==================== alu_sequencer
Fig. 1: alu_sequencer, routing congestion map
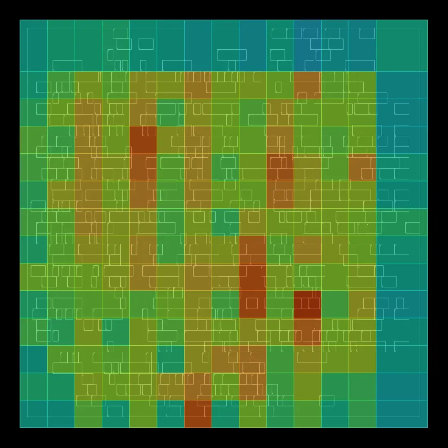

--- config.mk ---
export PLATFORM = sky130hd
export DESIGN_NAME = alu_sequencer
export DESIGN_NICKNAME = d
export VERILOG_FILES = /design/src/rtl/alu_sequencer.sv
export SDC_FILE = /design/constraint.sdc
export NUM_CORES = 1
export LEC_CHECK = 0
export CAP_MARGIN = 40
export CORE_MARGIN = 1.5
export CORE_UTILIZATION = 30
export CTS_BUF_LIST = sky130_fd_sc_hd__clkbuf_16
export CTS_CLUSTER_SIZE = 40
export DETAILED_ROUTE_END_ITERATION = 12
export HOLD_SLACK_MARGIN = 0.1
export PLACE_DENSITY_LB_ADDON = 0.08
export SYNTH_ARGS = -nofsm -noshare
export SYNTH_HDL_FRONTEND = slang
export SYNTH_SLANG_ARGS = --single-unit
--- constraint.sdc ---
create_clock -name clk -period 2.8 [get_ports clk]
set_clock_uncertainty 0.1 [all_clocks]
set_input_delay 0.28 -clock clk [delete_from_list [all_inputs] [get_ports clk]]
set_output_delay 0.28 -clock clk [all_outputs]
set_load 0.01 [all_outputs]
--- src/rtl/alu_sequencer.sv ---
// Command front-end for the W-slice bitslice ALU array: passes array ops through,
// runs an unsigned shift-add multiply, and returns results over valid/ready.
module alu_sequencer #(
  parameter int unsigned W = 8
) (
  input  logic           clk,
  input  logic           rst,
  input  logic           cmd_valid,
  output logic           cmd_ready,
  input  logic [3:0]     cmd_op,
  input  logic [W-1:0]   cmd_x,
  input  logic [W-1:0]   cmd_y,
  input  logic           cmd_cin,
  input  logic           cmd_shin,
  output logic           rsp_valid,
  input  logic           rsp_ready,
  output logic [2*W-1:0] rsp_data,
  output logic           rsp_cout,
  output logic           rsp_err,
  output logic [3:0]     alu_op,
  output logic [W-1:0]   alu_x,
  output logic [W-1:0]   alu_y,
  output logic           alu_cin,
  output logic           alu_cin2c,
  output logic           alu_left_i,
  output logic           alu_right_i,
  input  logic [W-1:0]   alu_z,
  input  logic           alu_cout
);

  typedef enum logic [1:0] {IDLE, EXEC, MUL, RESP} state_t;

  localparam logic [3:0] OP_SUB     = 4'b0001;
  localparam logic [3:0] OP_LAST_PT = 4'b1000;
  localparam logic [3:0] OP_MUL     = 4'b1111;

  state_t         state;
  logic [3:0]     op_q;
  logic [W-1:0]   x_q;
  logic [W-1:0]   y_q;
  logic           cin_q;
  logic           shin_q;
  logic [W-1:0]   hi;
  logic [W-1:0]   lo;
  logic [3:0]     cnt;
  logic [2*W-1:0] mul_next;

  // Sum lands in the top W+1 bits while the multiplier shifts out of lo.
  assign mul_next  = {alu_cout, alu_z, lo[W-1:1]};

  assign cmd_ready = (state == IDLE) && !rst;
  assign rsp_valid = (state == RESP);

  // Array drive is decoded from registered state; the multiplicand lives in x_q.
  always_comb begin
    alu_op      = '0;
    alu_x       = '0;
    alu_y       = '0;
    alu_cin     = 1'b0;
    alu_cin2c   = 1'b0;
    alu_left_i  = 1'b0;
    alu_right_i = 1'b0;
    if (!rst) begin
      unique case (state)
        EXEC: begin
          alu_op      = op_q;
          alu_x       = x_q;
          alu_y       = y_q;
          alu_cin2c   = (op_q == OP_SUB);
          alu_cin     = (op_q == OP_SUB) ? 1'b1 : cin_q;
          alu_left_i  = shin_q;
          alu_right_i = shin_q;
        end
        MUL: begin
          alu_x = hi;
          alu_y = lo[0] ? x_q : '0;
        end
        default: ;
      endcase
    end
  end

  always_ff @(posedge clk) begin
    if (rst) begin
      state    <= IDLE;
      op_q     <= '0;
      x_q      <= '0;
      y_q      <= '0;
      cin_q    <= 1'b0;
      shin_q   <= 1'b0;
      hi       <= '0;
      lo       <= '0;
      cnt      <= '0;
      rsp_data <= '0;
      rsp_cout <= 1'b0;
      rsp_err  <= 1'b0;
    end else begin
      unique case (state)
        IDLE: begin
          if (cmd_valid) begin
            op_q   <= cmd_op;
            x_q    <= cmd_x;
            y_q    <= cmd_y;
            cin_q  <= cmd_cin;
            shin_q <= cmd_shin;
            if (cmd_op <= OP_LAST_PT) begin
              rsp_err <= 1'b0;
              state   <= EXEC;
            end else if (cmd_op == OP_MUL) begin
              rsp_err <= 1'b0;
              hi      <= '0;
              lo      <= cmd_y;
              cnt     <= '0;
              state   <= MUL;
            end else begin
              rsp_data <= '0;
              rsp_cout <= 1'b0;
              rsp_err  <= 1'b1;
              state    <= RESP;
            end
          end
        end
        EXEC: begin
          rsp_data <= {{W{1'b0}}, alu_z};
          rsp_cout <= alu_cout;
          state    <= RESP;
        end
        MUL: begin
          {hi, lo} <= mul_next;
          cnt      <= cnt + 4'd1;
          if (cnt == 4'(W - 1)) begin
            rsp_data <= mul_next;
            rsp_cout <= 1'b0;
            state    <= RESP;
          end
        end
        RESP: begin
          if (rsp_ready) state <= IDLE;
        end
        default: state <= IDLE;
      endcase
    end
  end

endmodule

==================== pc_unit
[src/rtl/pc_unit.sv]
// Program counter and next-PC selector for the RV32I single-cycle core, with boot/halt/trap FSM.
// Optional instruction-retired counter is built when PC_INSTRET_EN is defined.
module pc_unit #(
   parameter int               WIDTH     = 32,
   parameter logic [WIDTH-1:0] RESET_VEC = 32'h0000_0000,
   parameter logic [WIDTH-1:0] TRAP_VEC  = 32'h0000_0100
) (
   input  logic             clk,
   input  logic             rst_n,
   input  logic             stall_i,
   input  logic             halt_i,
   input  logic [WIDTH-1:0] pc4_i,
   input  logic             branch_taken_i,
   input  logic [WIDTH-1:0] branch_target_i,
   input  logic             jump_i,
   input  logic [WIDTH-1:0] jump_target_i,
   output logic [WIDTH-1:0] pc_o,
   output logic [WIDTH-1:0] incr_o,
   output logic             pc_valid_o,
   output logic             trap_o,
   output logic [WIDTH-1:0] trap_pc_o,
   output logic [1:0]       state_o
`ifdef PC_INSTRET_EN
   ,output logic [63:0]     instret_o
`endif
);

   typedef enum logic [1:0] {
      ST_RESET = 2'd0,
      ST_RUN   = 2'd1,
      ST_TRAP  = 2'd2,
      ST_HALT  = 2'd3
   } state_t;

   state_t           r_state;
   state_t           w_state_next;
   logic [WIDTH-1:0] r_pc;
   logic [WIDTH-1:0] r_trap_pc;
   logic             r_pc_valid;
   logic             r_trap;

   logic [WIDTH-1:0] w_pc_next;
   logic [WIDTH-1:0] w_trap_pc_next;
   logic             w_pc_valid_next;
   logic             w_trap_next;
   logic             w_advance;

   logic             w_redirect;
   logic [WIDTH-1:0] w_target;
   logic             w_misaligned;

   // Jump outranks branch; only the redirect path is alignment-checked, never pc4_i.
   assign w_redirect   = jump_i | branch_taken_i;
   assign w_target     = jump_i ? jump_target_i : branch_target_i;
   assign w_misaligned = w_redirect && (w_target[1:0] != 2'b00);

   // NOTE: state registers use non-blocking assignments so every flop samples pre-edge values.
   always_ff @(posedge clk) begin
      if (!rst_n) r_state <= ST_RESET;
      else        r_state <= w_state_next;
   end

   // NOTE: every always_comb output gets a default first, so no path can infer a latch.
   always_comb begin
      w_state_next = r_state;
      unique case (r_state)
         ST_RESET: w_state_next = ST_RUN;
         ST_RUN: begin
            if (halt_i)                       w_state_next = ST_HALT;
            else if (!stall_i && w_misaligned) w_state_next = ST_TRAP;
         end
         ST_TRAP:  w_state_next = ST_RUN;
         ST_HALT:  w_state_next = ST_HALT;
         default:  w_state_next = ST_RESET;
      endcase
   end

   always_comb begin
      w_pc_next      = r_pc;
      w_trap_pc_next = r_trap_pc;
      w_advance      = 1'b0;
      unique case (r_state)
         ST_RUN: begin
            if (!halt_i && !stall_i) begin
               if (w_misaligned) begin
                  w_pc_next      = TRAP_VEC;
                  w_trap_pc_next = w_target;
               end else begin
                  w_pc_next = w_redirect ? w_target : pc4_i;
                  w_advance = 1'b1;
               end
            end
         end
         // The trap handler's first fetch happened during TRAP, so move on past it.
         ST_TRAP: w_pc_next = pc4_i;
         default: ;
      endcase
      w_pc_valid_next = (w_state_next == ST_RUN) || (w_state_next == ST_TRAP);
      w_trap_next     = (w_state_next == ST_TRAP);
   end

   always_ff @(posedge clk) begin
      if (!rst_n) begin
         r_pc       <= RESET_VEC;
         r_trap_pc  <= '0;
         r_pc_valid <= 1'b0;
         r_trap     <= 1'b0;
      end else begin
         r_pc       <= w_pc_next;
         r_trap_pc  <= w_trap_pc_next;
         r_pc_valid <= w_pc_valid_next;
         r_trap     <= w_trap_next;
      end
   end

`ifdef PC_INSTRET_EN
   logic [63:0] r_instret;

   always_ff @(posedge clk) begin
      if (!rst_n)         r_instret <= '0;
      else if (w_advance) r_instret <= r_instret + 64'd1;
   end

   assign instret_o = r_instret;
`else
   logic w_unused_advance;
   assign w_unused_advance = w_advance;
`endif

   assign pc_o       = r_pc;
   assign incr_o     = WIDTH'(4);
   assign pc_valid_o = r_pc_valid;
   assign trap_o     = r_trap;
   assign trap_pc_o  = r_trap_pc;
   assign state_o    = r_state;

endmodule

[config.mk]
export PLATFORM = sky130hd
export DESIGN_NAME = pc_unit
export DESIGN_NICKNAME = d
export VERILOG_FILES = /design/src/rtl/pc_unit.sv
export SDC_FILE = /design/constraint.sdc
export NUM_CORES = 1
export LEC_CHECK = 0
export ABC_AREA = 1
export CORE_MARGIN = 4
export CORE_UTILIZATION = 40
export DETAILED_ROUTE_END_ITERATION = 10
export PLACE_DENSITY = 0.91
export REMOVE_ABC_BUFFERS = 1
export SLEW_MARGIN = 20
export SYNTH_ARGS = -nofsm -noshare
export SYNTH_HDL_FRONTEND = slang
export SYNTH_SLANG_ARGS = --single-unit
[constraint.sdc]
create_clock -name clk -period 3.2 [get_ports clk]
set_input_delay 0.32 -clock clk [delete_from_list [all_inputs] [get_ports clk]]
set_output_delay 0.32 -clock clk [all_outputs]
set_load 0.02 [all_outputs]
Fig. 2: pc_unit, clock network drawn from the DEF
Scale bar: 20 um.
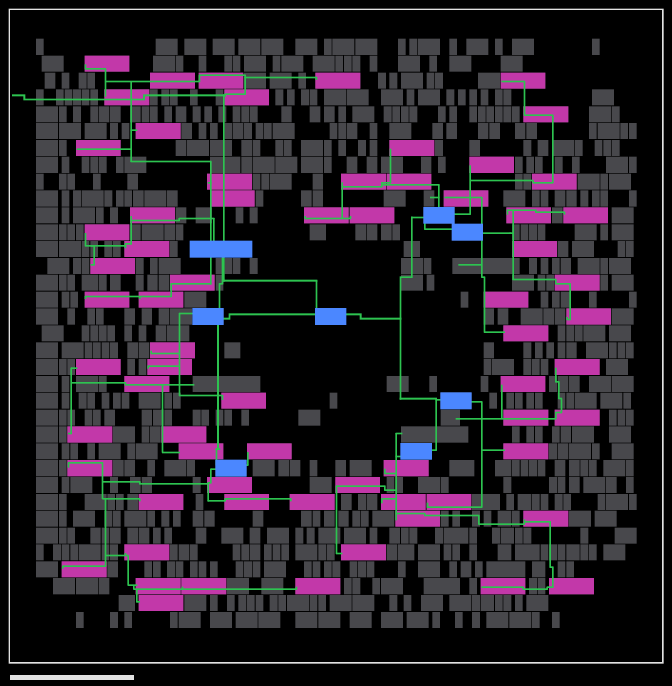
- blue: cells driving clock nets (count 9)
- magenta: flip-flops (count 68)
- green: clock wires (length 937 um)
- flops lie: all over the die
- routed clock nets: 10

==> results.json, pc_unit <==
{
  "final-comb-area_sq_um": 1820,
  "slowest_delay_ns": 0.53,
  "num_tap_cells": 129,
  "grt_pass1_vias": 3727,
  "synth.cellmix.compoundShare_pct": 9.23,
  "nNonClkInverters": 82,
  "final_cells": 902,
  "adder_share_pct": 0.331,
  "fin_worst_skew_ns": 0.00848,
  "biggestCellCategory": "multi-input combinational cells",
  "clkPwrFrac_pct": 36.6,
  "lay_top_count": "nand2_1",
  "antenna_found_initial": 0,
  "ys_chip_area_sq_um": 3780,
  "ys_seq_elements": 68,
  "status": "finished clean",
  "buf_share_pct": 30.7,
  "clk_latency_ns": 0.33
}
## pc_unit: worst paths after layout
kind         cells after the start  slack, ns            end
max                              8       1.34   trap_pc_o[6]
min                              4       0.51  trap_pc_o[19]
max reg2reg                      7       1.39   trap_pc_o[6]
min reg2reg                      4       0.51  trap_pc_o[19]
## pc_unit: power groups by stage
stage,Sequential [uW],Clock (uW),Combinational [uW]
3_3_place_gp,943,0,583
3_5_place_dp,944,0,590
4_1_cts,925,892,592
2_1_floorplan,1010,0,216
5_1_grt,932,931,649
6_report,925,873,589
Fig. 3: alu_sequencer, metal layers overlaid
Scale bar: 20 um.
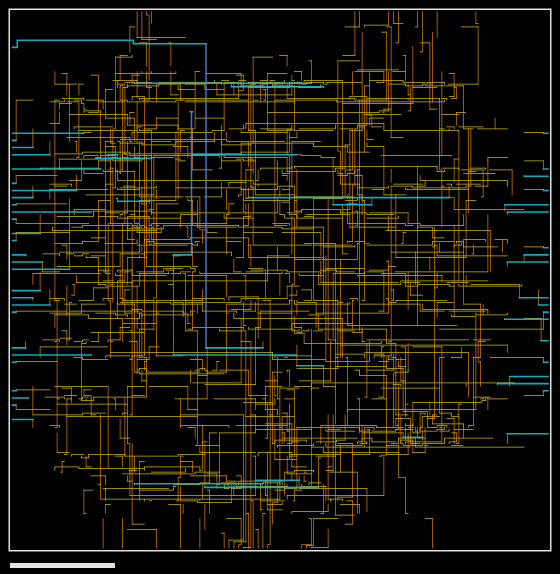
- orange: met2 (wire length 3,600 um)
- yellow: met1 (wire length 4,290 um)
- blue: met4 (wire length 85.0 um)
- cyan: met3 (wire length 498 um)

About Fig. 1:
grt peak-use layer: met2
grt met2 use: 25.0%

==> results.json, alu_sequencer <==
{
  "critPathLaunch": "state[0]",
  "critPathArrivalTime_ns": 2.21,
  "nNonClkInverters": 5,
  "wl_met3_um": 498,
  "logic_gates": 264,
  "final_layout_size_suffix_gt1_share_pct": 8.26,
  "avgSynthCellArea_sq_um": 8.34,
  "wl_mm": 8.47,
  "ir_drop_uv": 334,
  "clock_path_buffers": 2,
  "finalSetupViolCount": 0,
  "first_pass_iters": 4,
  "die_w_um": 103,
  "grtUsageMet3_pct": 3.86,
  "yosysWarnings": 0,
  "nClkBuffers": 9,
  "ys_cells": 357,
  "dpl_cell_area_sq_um": 3850,
  "n_antenna_cell": 0,
  "tns_ns": 0,
  "lay_top_count": "clkdlybuf4s50_1",
  "synth-edff-count": 0,
  "r2r_end": "hi[5]",
  "cp.depth": 6,
  "top_area_share_pct": 41.7,
  "cap_violations": 0,
  "status": "finished clean"
}
-- alu_sequencer: power breakdown --
part	switching [uW]	leakage (uW)	total (uW)	internal [uW]
Combinational	698	0.000829	1180	484
Sequential	93.3	0.000504	1100	1010
Clock	373	0.000129	955	581
-- alu_sequencer: flip-flops by register name, indices dropped and copies added (netlist names) --
| name | cells |
|---|---|
| cin_q | 1 |
| op_q | 4 |
| shin_q | 1 |
| hi | 8 |
| lo | 8 |
| cnt | 4 |
| y_q | 8 |
| rsp_cout | 1 |
| rsp_err | 1 |
| state | 2 |
| rsp_data | 16 |
| x_q | 8 |

==> gallery <==
Supply network.
Pins as bars on the die edge. Tap cells in grey.
(a)
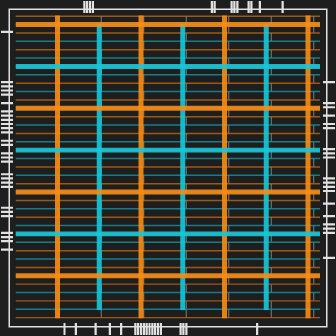
(b)
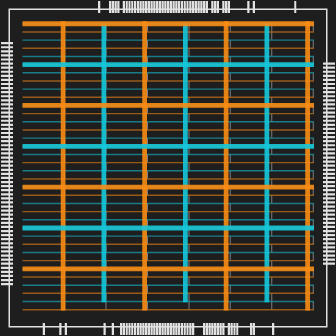
(a) is alu_sequencer.
(b) is pc_unit.
- most pins: (b)

Key to (b):
- cyan: VDD
- orange: VSS
- met4 straps: 7
- met5 straps: 7
- met1 rails: 36
- tap cells: 129
- signal pins: 202



==> layout pictures side by side <==
Placed cells, one colour a class.
shot_01.png
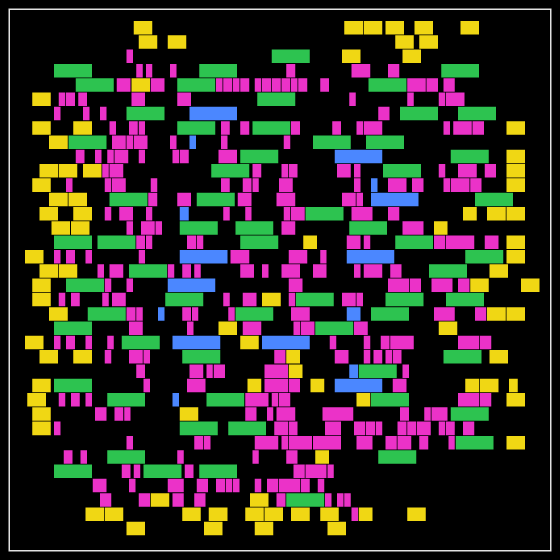
shot_02.png
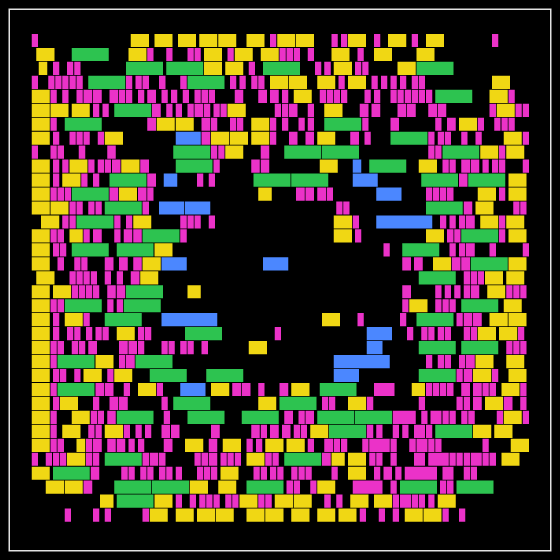
- pc_unit = shot_02.png
- alu_sequencer = shot_01.png

Key to shot_02.png:
- green: flip-flops (cells 68)
- magenta: all other logic (cells 514)
- yellow: other buffers and delay cells (cells 175)
- blue: clock drivers and dummy loads (cells 16)

Power and IR drop assume default switching activity.
